# ---- design 1 ----
==> design_1/floorplan.png <==
Bar = 10 um. Pins as bars on the die edge. Tap cells in gray.
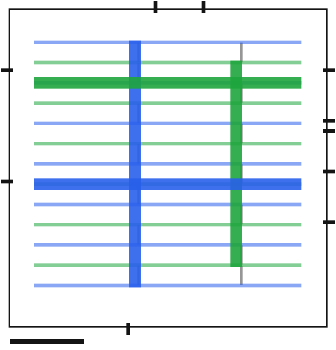

$ cat config.mk
export PLATFORM = sky130hd
export DESIGN_NAME = rx_bit_timer_p
export DESIGN_NICKNAME = d
export VERILOG_FILES = /design/src/rtl/rx_bit_timer_p.sv
export SDC_FILE = /design/constraint.sdc
export NUM_CORES = 1
export LEC_CHECK = 0
export ABC_AREA = 0
export CORE_MARGIN = 3
export CORE_UTILIZATION = 40
export DETAILED_ROUTE_END_ITERATION = 8
export PLACE_DENSITY = 0.63
export SLEW_MARGIN = 20
export SYNTH_ARGS = -nofsm -noshare
export SYNTH_HDL_FRONTEND = slang
export SYNTH_SLANG_ARGS = --single-unit
$ cat constraint.sdc
create_clock -name clk -period 3.2 [get_ports clk]
set_input_delay 0.32 -clock clk [delete_from_list [all_inputs] [get_ports clk]]
set_output_delay 0.32 -clock clk [all_outputs]
set_load 0.1 [all_outputs]
$ cat src/rtl/rx_bit_timer_p.sv
`default_nettype none
// ============================================================================
//  Module      : rx_bit_timer_p
//  Description : Parametrised USB RX bit timer. Produces one shift_enable
//                pulse per bit at a programmable sample point, flags byte
//                completion, and re-aligns the bit phase on incoming edges
//                while reporting edges that land too close to the sample.
//  Revision    : 1.0 - initial parametrised release
// ============================================================================
module rx_bit_timer_p #(
  parameter int CLKS_PER_BIT  = 8,
  parameter int SAMPLE_POINT  = 3,
  parameter int BITS_PER_BYTE = 8,
  parameter int RESYNC_EN     = 1,
  localparam int CNT_W        = $clog2(CLKS_PER_BIT),
  localparam int BIT_W        = $clog2(BITS_PER_BYTE)
) (
  input  logic             clk,
  input  logic             rst,
  input  logic             rcving,
  input  logic             d_edge,
  output logic             shift_enable,
  output logic             byte_received,
  output logic [BIT_W-1:0] bit_idx,
  output logic             align_err
);

  localparam logic [CNT_W-1:0] CNT_LAST   = CNT_W'(CLKS_PER_BIT - 1);
  localparam logic [CNT_W-1:0] CNT_SAMPLE = CNT_W'(SAMPLE_POINT);
  localparam logic [CNT_W-1:0] CNT_ONE    = CNT_W'(1);
  localparam logic [BIT_W-1:0] BIT_LAST   = BIT_W'(BITS_PER_BYTE - 1);
  localparam bit               RESYNC_ON  = (RESYNC_EN != 0);

  logic             active;
  logic [CNT_W-1:0] clk_cnt;
  logic [BIT_W-1:0] bit_cnt;

  logic [CNT_W-1:0] cnt_wrap;
  logic [CNT_W-1:0] cnt_next;
  logic [BIT_W-1:0] bit_next;
  logic             edge_seen;
  logic             edge_early;
  logic             edge_late;

  // Outputs are pure decodes of registered state, so they never glitch on inputs.
  assign shift_enable = active && (clk_cnt == CNT_SAMPLE);
  assign bit_idx      = bit_cnt;

  // Phase/bit-count next-state: classify an edge against the sample point.
  // An edge at clk_cnt 0 or after the sample point starts a new bit (the edge
  // cycle is bit clock 0, so the counter jumps to 1). An edge between 1 and
  // the sample point, inclusive, would cause a double or skipped sample, so it
  // is rejected and the phase simply keeps running.
  always_comb begin
    cnt_wrap   = (clk_cnt == CNT_LAST) ? '0 : clk_cnt + CNT_ONE;
    edge_seen  = RESYNC_ON && active && d_edge;
    edge_early = edge_seen && (clk_cnt != '0) && (clk_cnt <= CNT_SAMPLE);
    edge_late  = edge_seen && !edge_early;
    cnt_next   = edge_late ? CNT_ONE : cnt_wrap;
    bit_next   = bit_cnt;
    if (shift_enable) begin
      bit_next = (bit_cnt == BIT_LAST) ? '0 : bit_cnt + BIT_W'(1);
    end
  end

  // Receive window register: active follows rcving one cycle later.
  always_ff @(posedge clk or posedge rst) begin
    if (rst) begin
      active <= 1'b0;
    end else begin
      active <= rcving;
    end
  end

  // Bit-phase and bit-index counters; dropping rcving discards all progress.
  always_ff @(posedge clk or posedge rst) begin
    if (rst) begin
      clk_cnt <= '0;
      bit_cnt <= '0;
    end else if (!rcving) begin
      clk_cnt <= '0;
      bit_cnt <= '0;
    end else if (active) begin
      clk_cnt <= cnt_next;
      bit_cnt <= bit_next;
    end
  end

  // Status pulses; byte_received still fires if rcving drops on the last shift.
  always_ff @(posedge clk or posedge rst) begin
    if (rst) begin
      byte_received <= 1'b0;
      align_err     <= 1'b0;
    end else begin
      byte_received <= shift_enable && (bit_cnt == BIT_LAST);
      align_err     <= edge_early;
    end
  end

endmodule
`default_nettype wire

# ---- design 2 ----
==> src/rtl/bubble_multicycle_sequencer_pkg.sv <==
// Shared encodings for the BUBBLE multi-cycle sequencer: opcodes, functs,
// FSM states, instruction classes and write-back select codes.
package bubble_pkg;

    typedef enum logic [2:0] {
        ST_FETCH  = 3'd0,
        ST_DECODE = 3'd1,
        ST_EXEC   = 3'd2,
        ST_MEM    = 3'd3,
        ST_WB     = 3'd4,
        ST_TRAP   = 3'd5
    } state_e;

    typedef enum logic [2:0] {
        CLS_R      = 3'd0,
        CLS_IALU   = 3'd1,
        CLS_BRANCH = 3'd2,
        CLS_JUMP   = 3'd3,
        CLS_LOAD   = 3'd4,
        CLS_STORE  = 3'd5
    } class_e;

    localparam logic [5:0] OP_RTYPE = 6'b000000;
    localparam logic [5:0] OP_ADDI  = 6'b001000;
    localparam logic [5:0] OP_ANDI  = 6'b001100;
    localparam logic [5:0] OP_ORI   = 6'b001101;
    localparam logic [5:0] OP_SUBI  = 6'b011010;
    localparam logic [5:0] OP_SLTI  = 6'b001010;
    localparam logic [5:0] OP_BEQ   = 6'b000100;
    localparam logic [5:0] OP_BNE   = 6'b000101;
    localparam logic [5:0] OP_J     = 6'b000010;
    localparam logic [5:0] OP_JAL   = 6'b000011;
    localparam logic [5:0] OP_LW    = 6'b100011;
    localparam logic [5:0] OP_SW    = 6'b101011;

    localparam logic [5:0] FN_ADD = 6'b100000;
    localparam logic [5:0] FN_SUB = 6'b100010;
    localparam logic [5:0] FN_AND = 6'b100100;
    localparam logic [5:0] FN_OR  = 6'b100101;
    localparam logic [5:0] FN_SLT = 6'b101010;

    localparam logic [5:0] ALU_ADD = FN_ADD;
    localparam logic [5:0] ALU_SUB = FN_SUB;

    localparam logic [1:0] WB_ALU  = 2'd0;
    localparam logic [1:0] WB_MEM  = 2'd1;
    localparam logic [1:0] WB_LINK = 2'd2;

    localparam logic [4:0] LINK_REG = 5'd31;

endpackage

==> src/rtl/bubble_multicycle_sequencer_if.sv <==
// Instruction- and data-memory handshake bundle between the sequencer
// (master) and the memory system (slave).
interface bubble_multicycle_sequencer_if;

    logic        imem_req;
    logic [31:0] imem_addr;
    logic        imem_ack;
    logic [31:0] imem_rdata;
    logic        dmem_req;
    logic        dmem_we;
    logic        dmem_ack;

    modport master (
        output imem_req, imem_addr, dmem_req, dmem_we,
        input  imem_ack, imem_rdata, dmem_ack
    );

    modport slave (
        input  imem_req, imem_addr, dmem_req, dmem_we,
        output imem_ack, imem_rdata, dmem_ack
    );

endinterface

==> src/rtl/bubble_multicycle_sequencer_classify.sv <==
// Combinational decode of the instruction register into legality, class and
// the datapath controls that stay constant for the instruction's lifetime.
module bubble_instr_classify
    import bubble_pkg::*;
(
    input  logic [31:0] ir_i,
    output logic        legal_o,
    output class_e      cls_o,
    output logic [5:0]  alu_op_o,
    output logic        alu_src_imm_o,
    output logic        imm_zero_ext_o,
    output logic [4:0]  reg_waddr_o,
    output logic [1:0]  wb_sel_o
);

    logic [5:0] opcode;
    logic [5:0] funct;

    assign opcode = ir_i[31:26];
    assign funct  = ir_i[5:0];

    always_comb begin
        legal_o        = 1'b1;
        cls_o          = CLS_R;
        alu_op_o       = 6'd0;
        alu_src_imm_o  = 1'b0;
        imm_zero_ext_o = 1'b0;
        reg_waddr_o    = 5'd0;
        wb_sel_o       = WB_ALU;
        case (opcode)
            OP_RTYPE: begin
                cls_o       = CLS_R;
                alu_op_o    = funct;
                reg_waddr_o = ir_i[15:11];
                legal_o     = funct inside {FN_ADD, FN_SUB, FN_AND, FN_OR, FN_SLT};
            end
            OP_ADDI, OP_ANDI, OP_ORI, OP_SUBI, OP_SLTI: begin
                cls_o          = CLS_IALU;
                alu_op_o       = opcode;
                alu_src_imm_o  = 1'b1;
                imm_zero_ext_o = (opcode == OP_ANDI) || (opcode == OP_ORI);
                reg_waddr_o    = ir_i[20:16];
            end
            OP_BEQ, OP_BNE: begin
                cls_o    = CLS_BRANCH;
                alu_op_o = ALU_SUB;
            end
            OP_J: begin
                cls_o = CLS_JUMP;
            end
            OP_JAL: begin
                cls_o       = CLS_JUMP;
                reg_waddr_o = LINK_REG;
                wb_sel_o    = WB_LINK;
            end
            OP_LW: begin
                cls_o         = CLS_LOAD;
                alu_op_o      = ALU_ADD;
                alu_src_imm_o = 1'b1;
                reg_waddr_o   = ir_i[20:16];
                wb_sel_o      = WB_MEM;
            end
            OP_SW: begin
                cls_o         = CLS_STORE;
                alu_op_o      = ALU_ADD;
                alu_src_imm_o = 1'b1;
            end
            default: legal_o = 1'b0;
        endcase
    end

endmodule

==> src/rtl/bubble_multicycle_sequencer.sv <==
// Multi-cycle control FSM for the BUBBLE processor: fetch, decode, execute,
// memory and write-back sequencing with PC update and sticky traps.
module bubble_multicycle_sequencer
    import bubble_pkg::*;
#(
    parameter logic [31:0] RESET_PC    = 32'h0000_0000,
    parameter int unsigned ACK_TIMEOUT = 255
) (
    input  logic                                 clk,
    input  logic                                 rst,
    bubble_multicycle_sequencer_if.master        bus,
    input  logic                                 alu_zero,
    output logic [5:0]                           alu_op,
    output logic                                 alu_src_imm,
    output logic                                 imm_zero_ext,
    output logic                                 reg_write,
    output logic [4:0]                           reg_waddr,
    output logic [1:0]                           wb_sel,
    output logic [31:0]                          ir,
    output logic [31:0]                          pc,
    output logic [31:0]                          link_pc,
    output logic [2:0]                           state,
    output logic                                 trap,
    output logic                                 bus_err,
    output logic [31:0]                          instr_retired
);

    localparam logic [31:0] WAIT_LAST = 32'(ACK_TIMEOUT) - 32'd1;

    state_e      state_q, state_d;
    logic [31:0] pc_q, pc_d;
    logic [31:0] ir_q, link_q, retired_q, wait_q;
    logic        imem_req_q, dmem_req_q, dmem_we_q, reg_write_q;
    logic        trap_q, bus_err_q;
    logic        retire, bus_timeout, timeout, taken, active;

    logic        cls_legal, cls_src_imm, cls_zext;
    class_e      cls;
    logic [5:0]  cls_alu_op;
    logic [4:0]  cls_waddr;
    logic [1:0]  cls_wb_sel;
    logic [5:0]  opcode;
    logic [31:0] pc_plus4, br_off;

    bubble_instr_classify u_classify (
        .ir_i           (ir_q),
        .legal_o        (cls_legal),
        .cls_o          (cls),
        .alu_op_o       (cls_alu_op),
        .alu_src_imm_o  (cls_src_imm),
        .imm_zero_ext_o (cls_zext),
        .reg_waddr_o    (cls_waddr),
        .wb_sel_o       (cls_wb_sel)
    );

    assign opcode   = ir_q[31:26];
    assign pc_plus4 = pc_q + 32'd4;
    assign br_off   = {{14{ir_q[15]}}, ir_q[15:0], 2'b00};
    assign taken    = ((opcode == OP_BEQ) && alu_zero) || ((opcode == OP_BNE) && !alu_zero);
    assign timeout  = (ACK_TIMEOUT != 0) && (wait_q == WAIT_LAST);

    // Handshakes only count while our own request strobe is up, so the
    // request-free cycle after reset neither accepts an ack nor burns a wait.
    always_comb begin
        state_d     = state_q;
        pc_d        = pc_q;
        retire      = 1'b0;
        bus_timeout = 1'b0;
        case (state_q)
            ST_FETCH: begin
                if (imem_req_q) begin
                    if (bus.imem_ack) begin
                        state_d = ST_DECODE;
                        pc_d    = pc_plus4;
                    end else if (timeout) begin
                        state_d     = ST_TRAP;
                        bus_timeout = 1'b1;
                    end
                end
            end
            ST_DECODE: state_d = cls_legal ? ST_EXEC : ST_TRAP;
            ST_EXEC: begin
                case (cls)
                    CLS_BRANCH: begin
                        if (taken) pc_d = pc_q + br_off;
                        state_d = ST_FETCH;
                        retire  = 1'b1;
                    end
                    CLS_JUMP: begin
                        pc_d = {pc_q[31:28], ir_q[25:0], 2'b00};
                        if (opcode == OP_JAL) begin
                            state_d = ST_WB;
                        end else begin
                            state_d = ST_FETCH;
                            retire  = 1'b1;
                        end
                    end
                    CLS_LOAD, CLS_STORE: state_d = ST_MEM;
                    default:             state_d = ST_WB;
                endcase
            end
            ST_MEM: begin
                if (dmem_req_q) begin
                    if (bus.dmem_ack) begin
                        if (cls == CLS_STORE) begin
                            state_d = ST_FETCH;
                            retire  = 1'b1;
                        end else begin
                            state_d = ST_WB;
                        end
                    end else if (timeout) begin
                        state_d     = ST_TRAP;
                        bus_timeout = 1'b1;
                    end
                end
            end
            ST_WB: begin
                state_d = ST_FETCH;
                retire  = 1'b1;
            end
            ST_TRAP: state_d = ST_TRAP;
            default: state_d = ST_TRAP;
        endcase
    end

    // Strobes are registered from the next state so they line up with it.
    always_ff @(posedge clk) begin
        if (rst) begin
            state_q     <= ST_FETCH;
            pc_q        <= RESET_PC;
            ir_q        <= '0;
            link_q      <= '0;
            retired_q   <= '0;
            wait_q      <= '0;
            imem_req_q  <= 1'b0;
            dmem_req_q  <= 1'b0;
            dmem_we_q   <= 1'b0;
            reg_write_q <= 1'b0;
            trap_q      <= 1'b0;
            bus_err_q   <= 1'b0;
        end else begin
            state_q <= state_d;
            pc_q    <= pc_d;
            if ((state_q == ST_FETCH) && imem_req_q && bus.imem_ack) begin
                ir_q   <= bus.imem_rdata;
                link_q <= pc_plus4;
            end
            if (retire) retired_q <= retired_q + 32'd1;
            if (state_d != state_q) wait_q <= '0;
            else if (imem_req_q || dmem_req_q) wait_q <= wait_q + 32'd1;
            imem_req_q  <= (state_d == ST_FETCH);
            dmem_req_q  <= (state_d == ST_MEM);
            dmem_we_q   <= (state_d == ST_MEM) && (cls == CLS_STORE);
            reg_write_q <= (state_d == ST_WB) && (cls_waddr != 5'd0);
            trap_q      <= trap_q | (state_d == ST_TRAP);
            bus_err_q   <= bus_err_q | bus_timeout;
        end
    end

    assign active = (state_q == ST_DECODE) || (state_q == ST_EXEC) ||
                    (state_q == ST_MEM) || (state_q == ST_WB);

    assign bus.imem_req  = imem_req_q;
    assign bus.imem_addr = pc_q;
    assign bus.dmem_req  = dmem_req_q;
    assign bus.dmem_we   = dmem_we_q;

    assign alu_op        = active ? cls_alu_op : 6'd0;
    assign alu_src_imm   = active && cls_src_imm;
    assign imm_zero_ext  = active && cls_zext;
    assign reg_write     = reg_write_q;
    assign reg_waddr     = cls_waddr;
    assign wb_sel        = cls_wb_sel;
    assign ir            = ir_q;
    assign pc            = pc_q;
    assign link_pc       = link_q;
    assign state         = state_q;
    assign trap          = trap_q;
    assign bus_err       = bus_err_q;
    assign instr_retired = retired_q;

endmodule

==> src/flat_wrapper.sv <==
// flat-port wrapper written by rule: the top's interface ports become plain ports
module bubble_multicycle_sequencer_flat import bubble_pkg::*;
#(
    parameter logic [31:0] RESET_PC    = 32'h0000_0000,
    parameter int unsigned ACK_TIMEOUT = 255
)
  (clk, rst, alu_zero, alu_op, alu_src_imm, imm_zero_ext, reg_write, reg_waddr, wb_sel, ir, pc, link_pc, state, trap, bus_err, instr_retired, bus_imem_req, bus_imem_addr, bus_dmem_req, bus_dmem_we, bus_imem_ack, bus_imem_rdata, bus_dmem_ack);
  bubble_multicycle_sequencer_if bus_i ();
  input  logic clk;
  input  logic rst;
  input  logic alu_zero;
  output logic [5:0] alu_op;
  output logic alu_src_imm;
  output logic imm_zero_ext;
  output logic reg_write;
  output logic [4:0] reg_waddr;
  output logic [1:0] wb_sel;
  output logic [31:0] ir;
  output logic [31:0] pc;
  output logic [31:0] link_pc;
  output logic [2:0] state;
  output logic trap;
  output logic bus_err;
  output logic [31:0] instr_retired;
  output wire logic [$bits(bus_i.imem_req)-1:0] bus_imem_req;
  output wire logic [$bits(bus_i.imem_addr)-1:0] bus_imem_addr;
  output wire logic [$bits(bus_i.dmem_req)-1:0] bus_dmem_req;
  output wire logic [$bits(bus_i.dmem_we)-1:0] bus_dmem_we;
  input wire logic [$bits(bus_i.imem_ack)-1:0] bus_imem_ack;
  input wire logic [$bits(bus_i.imem_rdata)-1:0] bus_imem_rdata;
  input wire logic [$bits(bus_i.dmem_ack)-1:0] bus_dmem_ack;
  assign bus_imem_req = bus_i.imem_req;
  assign bus_imem_addr = bus_i.imem_addr;
  assign bus_dmem_req = bus_i.dmem_req;
  assign bus_dmem_we = bus_i.dmem_we;
  assign bus_i.imem_ack = bus_imem_ack;
  assign bus_i.imem_rdata = bus_imem_rdata;
  assign bus_i.dmem_ack = bus_dmem_ack;
  bubble_multicycle_sequencer #(.RESET_PC(RESET_PC), .ACK_TIMEOUT(ACK_TIMEOUT)) u_core (.clk(clk), .rst(rst), .bus(bus_i), .alu_zero(alu_zero), .alu_op(alu_op), .alu_src_imm(alu_src_imm), .imm_zero_ext(imm_zero_ext), .reg_write(reg_write), .reg_waddr(reg_waddr), .wb_sel(wb_sel), .ir(ir), .pc(pc), .link_pc(link_pc), .state(state), .trap(trap), .bus_err(bus_err), .instr_retired(instr_retired));
endmodule
==> config.mk <==
export PLATFORM = sky130hd
export DESIGN_NAME = bubble_multicycle_sequencer_flat
export DESIGN_NICKNAME = d
export VERILOG_FILES = /design/src/rtl/bubble_multicycle_sequencer_pkg.sv /design/src/rtl/bubble_multicycle_sequencer_if.sv /design/src/rtl/bubble_multicycle_sequencer_classify.sv /design/src/rtl/bubble_multicycle_sequencer.sv /design/src/flat_wrapper.sv
export SDC_FILE = /design/constraint.sdc
export NUM_CORES = 1
export LEC_CHECK = 0
export ABC_CLOCK_PERIOD_IN_PS = 8700
export CORE_UTILIZATION = 40
export CTS_BUF_LIST = sky130_fd_sc_hd__clkbuf_4 sky130_fd_sc_hd__clkbuf_8
export DETAILED_ROUTE_END_ITERATION = 8
export PLACE_DENSITY = 0.73
export SLEW_MARGIN = 20
export SYNTH_ARGS = -nofsm -noshare
export SYNTH_HDL_FRONTEND = slang
export SYNTH_HIERARCHICAL = 1
export SYNTH_SLANG_ARGS = --single-unit
==> constraint.sdc <==
create_clock -name clk -period 8.7 [get_ports clk]
set_input_delay 2.175 -clock clk [delete_from_list [all_inputs] [get_ports clk]]
set_output_delay 2.175 -clock clk [all_outputs]
set_load 0.005 [all_outputs]
# ---- design 3 ----
File: src/rtl/irrig_pkg.sv
// Shared definitions for the irrigation controller: state encodings,
// phase-timer FSM states and duration/BCD helpers.
package irrig_pkg;

  localparam logic [1:0] ASP  = 2'b00;
  localparam logic [1:0] GOT  = 2'b01;
  localparam logic [1:0] LIMP = 2'b10;
  localparam logic [1:0] ENCH = 2'b11;

  typedef enum logic {
    CONTANDO = 1'b0,
    EXPIRADO = 1'b1
  } fase_t;

  // Durations are passed in so each timer instance can use its own parameters.
  function automatic logic [6:0] dur_of(input logic [1:0] est,
                                        input logic [6:0] tAsp,
                                        input logic [6:0] tGot,
                                        input logic [6:0] tLimp,
                                        input logic [6:0] tEnch);
    logic [6:0] d;
    case (est)
      ASP:     d = tAsp;
      GOT:     d = tGot;
      LIMP:    d = tLimp;
      default: d = tEnch;
    endcase
    return d;
  endfunction

  function automatic logic [7:0] to_bcd(input logic [6:0] v);
    return {4'(v / 7'd10), 4'(v % 7'd10)};
  endfunction

endpackage

File: src/rtl/contador_bcd2.sv
// Two-digit BCD down-counter with parallel load, decrement enable and a
// zero flag; it saturates at 00.
module contador_bcd2 #(
  parameter logic [7:0] RST_VAL = 8'h30
) (
  input  logic       clk,
  input  logic       rst_n,
  input  logic       load,
  input  logic [7:0] loadVal,
  input  logic       dec,
  output logic [3:0] dezena,
  output logic [3:0] unidade,
  output logic       zero
);

  logic [3:0] dez_q, dez_d;
  logic [3:0] uni_q, uni_d;

  always_ff @(posedge clk or negedge rst_n) begin
    if (!rst_n) begin
      dez_q <= RST_VAL[7:4];
      uni_q <= RST_VAL[3:0];
    end else begin
      dez_q <= dez_d;
      uni_q <= uni_d;
    end
  end

  always_comb begin
    dez_d = dez_q;
    uni_d = uni_q;
    if (load) begin
      {dez_d, uni_d} = loadVal;
    end else if (dec && !zero) begin
      if (uni_q == 4'd0) begin
        uni_d = 4'd9;
        dez_d = dez_q - 4'd1;
      end else begin
        uni_d = uni_q - 4'd1;
      end
    end
  end

  assign zero    = (dez_q == 4'd0) && (uni_q == 4'd0);
  assign dezena  = dez_q;
  assign unidade = uni_q;

endmodule

File: src/rtl/temporizador_fase.sv
// Phase timer for the irrigation state machine: times the active phase,
// emits end-of-phase (sinal) and 15-second (sinalquinze) pulses and drives BCD digits.
module temporizador_fase
  import irrig_pkg::*;
#(
  parameter int CLK_DIV = 50000000,
  parameter int T_ASP   = 30,
  parameter int T_GOT   = 60,
  parameter int T_LIMP  = 10,
  parameter int T_ENCH  = 20,
  parameter int T_Q     = 15
) (
  input  logic       clk,
  input  logic       rst_n,
  input  logic [1:0] estado,
  input  logic       limpa,
  output logic       sinal,
  output logic       sinalquinze,
  output logic       expirado,
  output logic [3:0] dezena,
  output logic [3:0] unidade
);

  localparam int PW = (CLK_DIV > 1) ? $clog2(CLK_DIV) : 1;

  if (CLK_DIV < 2 || T_ASP < 1 || T_ASP > 99 || T_GOT < 1 || T_GOT > 99 ||
      T_LIMP < 1 || T_LIMP > 99 || T_ENCH < 1 || T_ENCH > 99 ||
      T_Q < 1 || T_Q > 99) begin : g_param_check
    $error("temporizador_fase: durations must be 1..99 and CLK_DIV >= 2");
  end

  logic [1:0]    estadoAnt_q;
  logic [PW-1:0] presc_q, presc_d;
  logic [6:0]    elapsed_q, elapsed_d;
  fase_t         fase_q, fase_d;
  logic          sinal_q, sinal_d;
  logic          quinze_q, quinze_d;

  logic          restart;
  logic          tick;
  logic          countEn;
  logic          fimFase;
  logic          quinzeOk;
  logic          digZero;
  logic [6:0]    durAtual;
  logic [7:0]    loadBcd;

  assign restart  = limpa || (estado != estadoAnt_q);
  assign tick     = (presc_q == PW'(CLK_DIV - 1));
  assign durAtual = dur_of(estadoAnt_q, 7'(T_ASP), 7'(T_GOT), 7'(T_LIMP), 7'(T_ENCH));
  assign loadBcd  = to_bcd(dur_of(estado, 7'(T_ASP), 7'(T_GOT), 7'(T_LIMP), 7'(T_ENCH)));
  // When T_Q lands on the tick just before the final one, only sinal is wanted.
  assign quinzeOk = (durAtual > 7'(T_Q + 1));

  always_ff @(posedge clk or negedge rst_n) begin
    if (!rst_n) begin
      fase_q <= CONTANDO;
    end else begin
      fase_q <= fase_d;
    end
  end

  always_comb begin
    fase_d = fase_q;
    case (fase_q)
      CONTANDO: if (fimFase) fase_d = EXPIRADO;
      EXPIRADO: fase_d = EXPIRADO;
      default:  fase_d = CONTANDO;
    endcase
    if (restart) fase_d = CONTANDO;
  end

  always_comb begin
    countEn  = (fase_q == CONTANDO) && tick && !restart && !digZero;
    fimFase  = countEn && (elapsed_q == durAtual - 7'd1);
    sinal_d  = fimFase;
    quinze_d = countEn && quinzeOk && ((elapsed_q + 7'd1) == 7'(T_Q));
    expirado = (fase_q == EXPIRADO);
  end

  always_comb begin
    presc_d   = (restart || tick) ? '0 : presc_q + PW'(1);
    elapsed_d = elapsed_q;
    if (restart) begin
      elapsed_d = '0;
    end else if (countEn) begin
      elapsed_d = elapsed_q + 7'd1;
    end
  end

  always_ff @(posedge clk or negedge rst_n) begin
    if (!rst_n) begin
      estadoAnt_q <= ASP;
      presc_q     <= '0;
      elapsed_q   <= '0;
      sinal_q     <= 1'b0;
      quinze_q    <= 1'b0;
    end else begin
      estadoAnt_q <= estado;
      presc_q     <= presc_d;
      elapsed_q   <= elapsed_d;
      sinal_q     <= sinal_d;
      quinze_q    <= quinze_d;
    end
  end

  contador_bcd2 #(
    .RST_VAL(to_bcd(7'(T_ASP)))
  ) u_digitos (
    .clk     (clk),
    .rst_n   (rst_n),
    .load    (restart),
    .loadVal (loadBcd),
    .dec     (countEn),
    .dezena  (dezena),
    .unidade (unidade),
    .zero    (digZero)
  );

  assign sinal       = sinal_q;
  assign sinalquinze = quinze_q;

endmodule

File: config.mk
export PLATFORM = sky130hd
export DESIGN_NAME = temporizador_fase
export DESIGN_NICKNAME = d
export VERILOG_FILES = /design/src/rtl/irrig_pkg.sv /design/src/rtl/contador_bcd2.sv /design/src/rtl/temporizador_fase.sv
export SDC_FILE = /design/constraint.sdc
export NUM_CORES = 1
export LEC_CHECK = 0
export ABC_AREA = 0
export CORE_MARGIN = 10
export CORE_UTILIZATION = 50
export CTS_CLUSTER_SIZE = 12
export DETAILED_ROUTE_END_ITERATION = 10
export GPL_TIMING_DRIVEN = 0
export PLACE_DENSITY = 0.73
export SLEW_MARGIN = 5
export SYNTH_ARGS = -nofsm -noshare
export SYNTH_HDL_FRONTEND = slang
export SYNTH_HIERARCHICAL = 1
export SYNTH_SLANG_ARGS = --single-unit
File: constraint.sdc
create_clock -name clk -period 6.2 [get_ports clk]
set_clock_uncertainty 0.05 [all_clocks]
set_input_delay 0.93 -clock clk [delete_from_list [all_inputs] [get_ports clk]]
set_output_delay 0.93 -clock clk [all_outputs]
set_load 0.03 [all_outputs]
# ---- design 4 ----
`src/rtl/rfphoenix_memreq_queue_pkg.sv`:
```
// Shared memory-request/response types and queue sizing for the rfPhoenix memory request path.
package rfphoenix_memreq_queue_pkg;

    localparam int unsigned MEMQ_DEPTH = 8;
    localparam int unsigned MEMR_DEPTH = 8;

    localparam int unsigned ADR_W    = 32;
    localparam int unsigned DAT_W    = 32;
    localparam int unsigned RID_W    = 6;
    localparam int unsigned STEP_W   = 3;
    localparam int unsigned THREAD_W = 4;

    typedef enum logic [1:0] {
        MR_LOAD  = 2'd0,
        MR_LOADZ = 2'd1,
        MR_STORE = 2'd2,
        MR_NOP   = 2'd3
    } memop_t;

    typedef enum logic [1:0] {
        byt   = 2'd0,
        wyde  = 2'd1,
        tetra = 2'd2,
        octa  = 2'd3
    } memsz;

    typedef struct packed {
        memop_t              func;
        memsz                sz;
        logic [ADR_W-1:0]    adr;
        logic [DAT_W-1:0]    dat;
        logic [RID_W-1:0]    rid;
        logic [STEP_W-1:0]   step;
        logic [THREAD_W-1:0] thread;
    } sMemoryRequest;

    typedef struct packed {
        logic [RID_W-1:0]  rid;
        logic [STEP_W-1:0] step;
        logic [DAT_W-1:0]  dat;
    } sMemoryResponse;

    function automatic logic thread_match(input sMemoryRequest r, input logic [THREAD_W-1:0] t);
        return r.thread == t;
    endfunction

endpackage

```
`src/rtl/rfphoenix_fwft_fifo.sv`:
```
// Generic first-word-fall-through FIFO with sticky overflow flag; a pop frees room for a
// same-cycle push.
module rfphoenix_fwft_fifo #(
    parameter int unsigned Width = 8,
    parameter int unsigned Depth = 8
) (
    input  logic             clk_i,
    input  logic             rst_i,
    input  logic             push_i,
    input  logic [Width-1:0] data_i,
    input  logic             pop_i,
    output logic [Width-1:0] data_o,
    output logic             full_o,
    output logic             empty_o,
    output logic             ovf_o
);

    localparam int unsigned AW = $clog2(Depth);
    localparam int unsigned CW = AW + 1;
    localparam logic [CW-1:0] CntFull = CW'(Depth);

    logic [Width-1:0] mem_q [Depth];
    logic [AW-1:0]    rd_q, rd_d;
    logic [AW-1:0]    wr_q, wr_d;
    logic [CW-1:0]    cnt_q, cnt_d;
    logic             ovf_q, ovf_d;
    logic             pop_ok, push_ok;

    always_comb begin
        pop_ok  = pop_i && (cnt_q != '0);
        push_ok = push_i && ((cnt_q != CntFull) || pop_ok);
        ovf_d   = ovf_q || (push_i && !push_ok);
        rd_d    = pop_ok ? rd_q + AW'(1) : rd_q;
        wr_d    = push_ok ? wr_q + AW'(1) : wr_q;
        case ({push_ok, pop_ok})
            2'b10:   cnt_d = cnt_q + CW'(1);
            2'b01:   cnt_d = cnt_q - CW'(1);
            default: cnt_d = cnt_q;
        endcase
    end

    always_ff @(posedge clk_i) begin
        if (!rst_i) begin
            rd_q  <= '0;
            wr_q  <= '0;
            cnt_q <= '0;
            ovf_q <= 1'b0;
        end else begin
            rd_q  <= rd_d;
            wr_q  <= wr_d;
            cnt_q <= cnt_d;
            ovf_q <= ovf_d;
        end
    end

    // Storage needs no reset: occupancy alone decides what is visible.
    always_ff @(posedge clk_i) begin
        if (push_ok) begin
            mem_q[wr_q] <= data_i;
        end
    end

    assign data_o  = mem_q[rd_q];
    assign full_o  = (cnt_q == CntFull);
    assign empty_o = (cnt_q == '0);
    assign ovf_o   = ovf_q;

endmodule

```
`src/rtl/rfphoenix_memreq_queue.sv`:
```
// Memory request queue between execute and the BIU, with per-thread cancellation of
// not-yet-issued requests, plus a FWFT response FIFO back to the core.
module rfphoenix_memreq_queue
    import rfphoenix_memreq_queue_pkg::*;
#(
    parameter int unsigned QDEPTH = MEMQ_DEPTH,
    parameter int unsigned RDEPTH = MEMR_DEPTH
) (
    input  logic                clk_i,
    input  logic                rst_i,
    input  sMemoryRequest       req_i,
    input  logic                req_wr_i,
    output logic                req_full_o,
    output logic                req_wack_o,
    input  logic                flush_i,
    input  logic [THREAD_W-1:0] flush_thread_i,
    output sMemoryRequest       biu_req_o,
    output logic                biu_v_o,
    input  logic                biu_rdy_i,
    input  sMemoryResponse      biu_resp_i,
    input  logic                biu_resp_wr_i,
    output sMemoryResponse      resp_o,
    output logic                resp_v_o,
    output logic                resp_empty_o,
    input  logic                resp_rd_i,
    output logic                ovf_o
);

    localparam int unsigned QAW = $clog2(QDEPTH);
    localparam int unsigned CW  = QAW + 1;
    localparam logic [CW-1:0] CntFull   = CW'(QDEPTH);
    localparam logic [CW-1:0] CntAlmost = CW'(QDEPTH - 1);
    localparam int unsigned RESP_W = $bits(sMemoryResponse);

    sMemoryRequest       req_mem_q [QDEPTH];
    logic [QDEPTH-1:0]   live_q, live_d;
    logic [QDEPTH-1:0]   flush_hit;
    logic [QAW-1:0]      head_q, head_d;
    logic [QAW-1:0]      tail_q, tail_d;
    logic [CW-1:0]       count_q, count_d;
    logic                wack_q;

    logic                wr_ok;
    logic                wr_cancel;
    logic                q_nonempty;
    logic                head_live;
    logic                head_valid;
    logic                q_pop;

    for (genvar g = 0; g < QDEPTH; g++) begin : g_flush_hit
        assign flush_hit[g] = flush_i && thread_match(req_mem_q[g], flush_thread_i);
    end

    always_comb begin
        wr_ok      = req_wr_i && (count_q != CntFull);
        wr_cancel  = flush_i && thread_match(req_i, flush_thread_i);
        q_nonempty = (count_q != '0);
        head_live  = live_q[head_q];
        head_valid = q_nonempty && head_live;
        // Cancelled heads are dropped in a cycle of their own, never shown to the BIU.
        q_pop      = q_nonempty && (!head_live || biu_rdy_i);

        live_d = live_q & ~flush_hit;
        if (wr_ok) begin
            live_d[tail_q] = !wr_cancel;
        end

        head_d = q_pop ? head_q + QAW'(1) : head_q;
        tail_d = wr_ok ? tail_q + QAW'(1) : tail_q;
        case ({wr_ok, q_pop})
            2'b10:   count_d = count_q + CW'(1);
            2'b01:   count_d = count_q - CW'(1);
            default: count_d = count_q;
        endcase
    end

    always_ff @(posedge clk_i) begin
        if (!rst_i) begin
            live_q  <= '0;
            head_q  <= '0;
            tail_q  <= '0;
            count_q <= '0;
            wack_q  <= 1'b0;
        end else begin
            live_q  <= live_d;
            head_q  <= head_d;
            tail_q  <= tail_d;
            count_q <= count_d;
            wack_q  <= wr_ok;
        end
    end

    always_ff @(posedge clk_i) begin
        if (wr_ok) begin
            req_mem_q[tail_q] <= req_i;
        end
    end

    // Full is flagged one entry early so the core's registered strobe always fits.
    assign req_full_o = (count_q >= CntAlmost);
    assign req_wack_o = wack_q;
    assign biu_v_o    = head_valid;
    assign biu_req_o  = head_valid ? req_mem_q[head_q] : '0;

    logic [RESP_W-1:0] resp_data;
    logic              resp_full;
    logic              resp_empty;

    rfphoenix_fwft_fifo #(
        .Width (RESP_W),
        .Depth (RDEPTH)
    ) u_resp_fifo (
        .clk_i   (clk_i),
        .rst_i   (rst_i),
        .push_i  (biu_resp_wr_i),
        .data_i  (biu_resp_i),
        .pop_i   (resp_rd_i),
        .data_o  (resp_data),
        .full_o  (resp_full),
        .empty_o (resp_empty),
        .ovf_o   (ovf_o)
    );

    logic unused_resp_full;
    assign unused_resp_full = resp_full;

    assign resp_o       = resp_data;
    assign resp_empty_o = resp_empty;
    assign resp_v_o     = !resp_empty;

endmodule

```
`config.mk`:
```
export PLATFORM = sky130hd
export DESIGN_NAME = rfphoenix_memreq_queue
export DESIGN_NICKNAME = d
export VERILOG_FILES = /design/src/rtl/rfphoenix_memreq_queue_pkg.sv /design/src/rtl/rfphoenix_fwft_fifo.sv /design/src/rtl/rfphoenix_memreq_queue.sv
export SDC_FILE = /design/constraint.sdc
export NUM_CORES = 1
export LEC_CHECK = 0
export ABC_AREA = 1
export ABC_CLOCK_PERIOD_IN_PS = 5300
export CORE_UTILIZATION = 25
export CTS_CLUSTER_SIZE = 30
export DETAILED_ROUTE_END_ITERATION = 16
export GPL_ROUTABILITY_DRIVEN = 0
export PLACE_DENSITY_LB_ADDON = 0.25
export RECOVER_POWER = 100
export SYNTH_ARGS = -nofsm -noshare
export SYNTH_HDL_FRONTEND = slang
export SYNTH_SLANG_ARGS = --single-unit
export TNS_END_PERCENT = 100
```
`constraint.sdc`:
```
create_clock -name clk_i -period 5.3 [get_ports clk_i]
set_input_delay 0.795 -clock clk_i [delete_from_list [all_inputs] [get_ports clk_i]]
set_output_delay 0.795 -clock clk_i [all_outputs]
set_load 0.03 [all_outputs]
```
==> design_2/m1.png <==
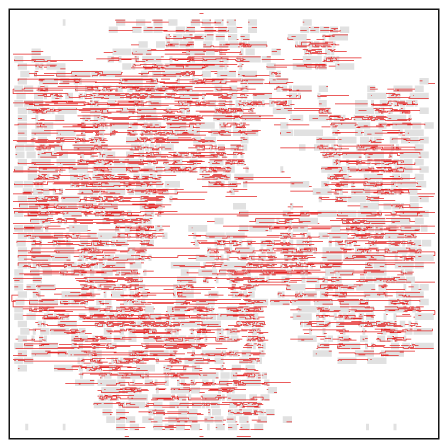
1,327 nets have wire on it. The layer carries 13,100 um of wire.

==> design_2/m2.png <==
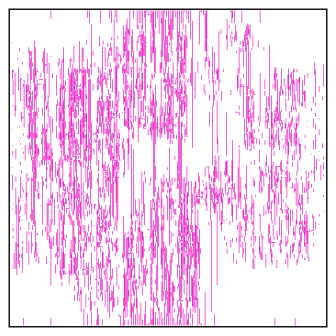
The wires run mostly vertical. The layer carries 13,300 um of wire. The longest straight run is 63.6 um.

==> summary.txt, design 2 <==
Worst Reg-to-Reg Cells = 10
Post-Syn Area = 9770 um^2
Clock Skew = 0.0195 ns
Worst Hold Depth = 2
CTS H-tree lvls = 4
layout cells sized above 1 = 5.16%
Critical R2R Launch = u_core/ir[27]$_SDFFE_PP0P_
Min-Delay Endpoint = u_core/link_pc[16]$_SDFFE_PP0P_
number of cells in Yosys stat = 1,253
top cells by area = dfxtp_1, nor2_1, nand2_1
Worst R2R End = u_core/bus.imem_addr[21]$_SDFFE_PP0P_
Critical Path End = reg_waddr[3]
CP required = 6.53 ns
net switching power = 0.504 mW
DR WL met2 = 13.3 mm
status = finished clean
Die Width = 158 um
Seq. cell area = 3300 um^2
==> design 2: sequential cells by signal, indices dropped and copies added, names as in the netlist <==
signal                flops
u_core/bus.dmem_we        1
u_core/wait_q            32
u_core/ir                32
u_core/bus.imem_addr     30
u_core/link_pc           30
u_core/instr_retired     32
u_core/bus.dmem_req       1
u_core/bus.imem_req       1
u_core/bus_err            1
u_core/reg_write          1
u_core/state              3
u_core/trap               1
==> design 2: critical path, delay by kind of cell (launching register included) <==
kind                   cells  cell delay, ns
AND-OR/OR-AND              1            0.24
AND/OR/NAND/NOR            3            1.04
buffers and inverters      1            0.50
flip-flops                 1            0.61
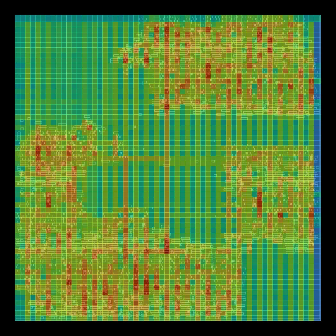
(design_4/congestion_map.png)
met1 usage: 16.6%
Top Usage Layer GRT: met2
WL/cell: 17.9 um

==> summary.txt, design 4 <==
status = finished with violations
failing checks = max-capacitance violations, max-slew violations
Biggest consumer = registers
biggest registers after layout = req_mem_q (648), u_resp_fifo.mem_q (328), live_q (8)
max-slew violations = 429
Worst Hold Depth = 1
Non-Filler Cell Area, Final = 50,100 um^2
MUX area fraction = 3.72%
Logic cell area = 9600 um^2
post-synth top area share = 70.7%
CP max stage cell = inv_2
sequential share of cell area = 59.9%
max-cap violation count = 11
top-count cell post-synth = edfxtp_1
layout cells sized above 1 = 6.27%
num ports = 261
Post-CTS Hold Buffers = 0
## design 4: how the worst max path moves through the flow
stage,start,end
floorplan,req_wr_i,req_mem_q[1][0]$_DFFE_PP_
global placement,biu_resp_wr_i,u_resp_fifo.mem_q[4][28]$_DFFE_PP_
detailed placement,head_q[0]$_SDFFE_PN0N_,biu_req_o[64]
CTS,head_q[0]$_SDFFE_PN0N_,biu_req_o[64]
global route,register,resp_o[19]
finish,register,resp_o[1]
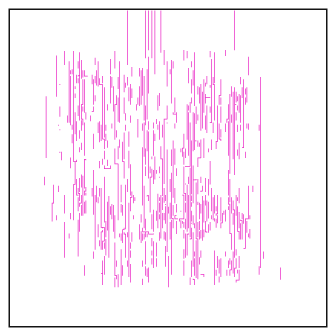
(design_3/m2.png)
The longest straight run is 57.1 um. The layer holds 45% of the routed length.

==> summary.txt, design 3 <==
GRT Residual Overflow = 0
dpl cells = 387
Final ANT Viol Nets = 0
vias in the first global route = 2,056
Worst EP arrival = 3.72 ns
clock sink count = 46
Worst Reg-to-Reg Cells = 10
startpoint types = input port
vias per cell = 5.87
Fillers = 514
placeable core area = 5470 um^2
crit path max fanout = 16
Switching Fraction = 26.6%
layout cells sized above 1 = 11.5%
Worst Path Buf+Inv = 2
net switching power = 0.149 mW
Die Width = 94.8 um
Comb pwr share = 11.9%
Pwr Density = 178 nW/um^2
Post-Syn Area = 2800 um^2
Min-Delay Endpoint = presc_q[0]$_DFF_PN0_
cell-internal power = 0.410 mW
status = finished clean
Worst Setup SP = estado[0]
most numerous logic cells after layout = dfrtp_1, nor2_1, nand2_1
MUX area fraction = 2.23%
Combinational Gates = 228
clock share of power = 31.6%
initial antenna violation count = 0
design 3: per-layer routing:
metal / vias up / share of wire, % / routed length, um / global-route usage, %
met5: - / 0 / 0 / 0
met2: 43 / 45 / 2670 / 20.5
met4: 0 / 0.99 / 59 / 3.37
met1: 1119 / 49 / 2920 / 19.4
met3: 6 / 5.7 / 340 / 4.04
li1: 1145 / - / - / -
design 3: registers in the layout, indices dropped and copies added, names as in the netlist:
register           flops
u_digitos/unidade      4
presc_q               26
estadoAnt_q            2
expirado               1
u_digitos/dezena       4
elapsed_q              7
sinal                  1
sinalquinze            1
==> design_1/m1.png <==
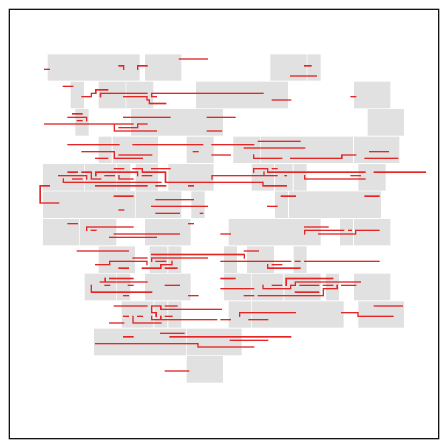
60 nets have wire on it. The longest straight run is 12.0 um. The layer carries 448 um of wire. The layer holds 46% of the routed length.

## Picture notes: design_1/floorplan.png
Key: VDD = green; VSS = blue
10 signal pins sit on the boundary. 2 straps on met5.

==> summary.txt, design 1 <==
Basic Gates by Area = 19.1%
clk ins delay skew pair = 0.25 ns
MUX area fraction = 1.89%
Slew Limit Headroom = 35.7%
status = finished clean
Critical Path Max Stage Delay = 1.14 ns
CLK BUF = 4
layout inverter count without the clock tree = 6
Switching Fraction = 29.1%
most numerous logic cells after layout = dfrtp_1, clkdlybuf4s50_1, nand2_1
Nets = 72
CP max stage cell = clkdlybuf4s50_1
Combinational Gates = 33
Non-Filler Cell Area, Final = 643 um^2
routability cong. = 0.740
Top Usage Layer GRT = met2
Comb pwr share = 20.2%
max layer used = met3
Buffers on Ports = 9
final antenna diode count = 0
CTS H-tree lvls = 1
post-synth top area share = 42.5%
layout cells sized above 1 = 9.84%
Die Ht = 42.4 um
Post-Syn Area = 531 um^2
crit path max fanout = 4
net switching power = 0.0775 mW
-- design 1: flip-flops by register name, summed over array words and instances, names as in the netlist --
name           cells
bit_idx            3
clk_cnt            3
active             1
align_err          1
byte_received      1
-- design 1: cells by family (layout without fill, tap and decap cells) --
family	Yosys count	after routing
and+or+nand+nor	17	17
DFF	9	9
muxes	1	1
adders and majority gates	6	6
AOI/OAI and AO/OA	9	9
buffers and inverters	8	19

## Gallery

Met3 routing.
image #1
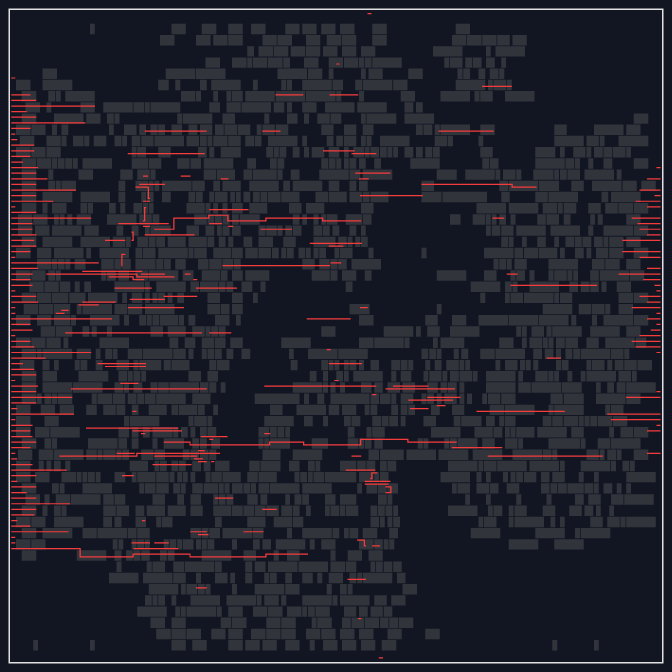
image #2
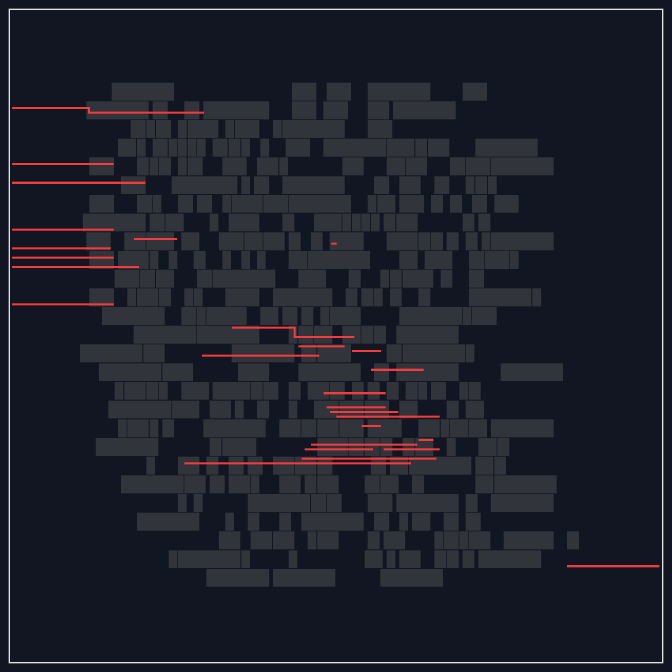
image #3
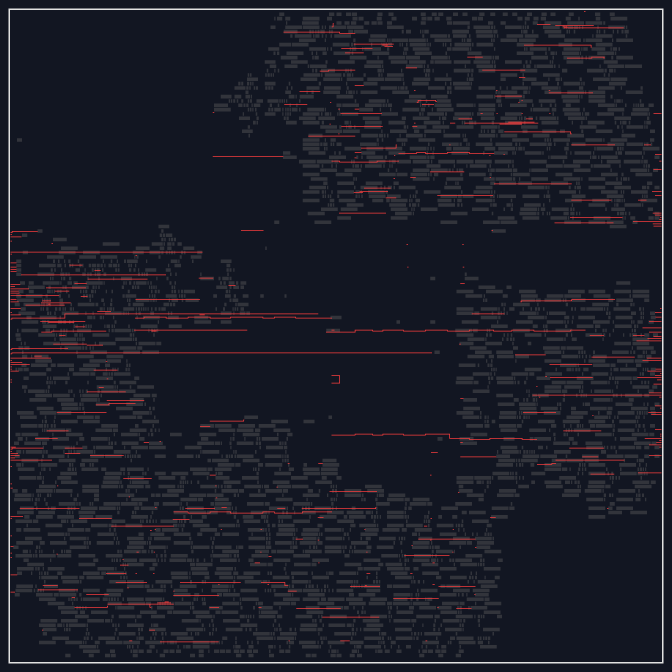
- image #1 = design 2
- image #2 = design 3
- image #3 = design 4

Key to image #1:
The layer holds 6.0% of the routed length. The wires run mostly horizontal.


Power is estimated from default activity; no workload was simulated.
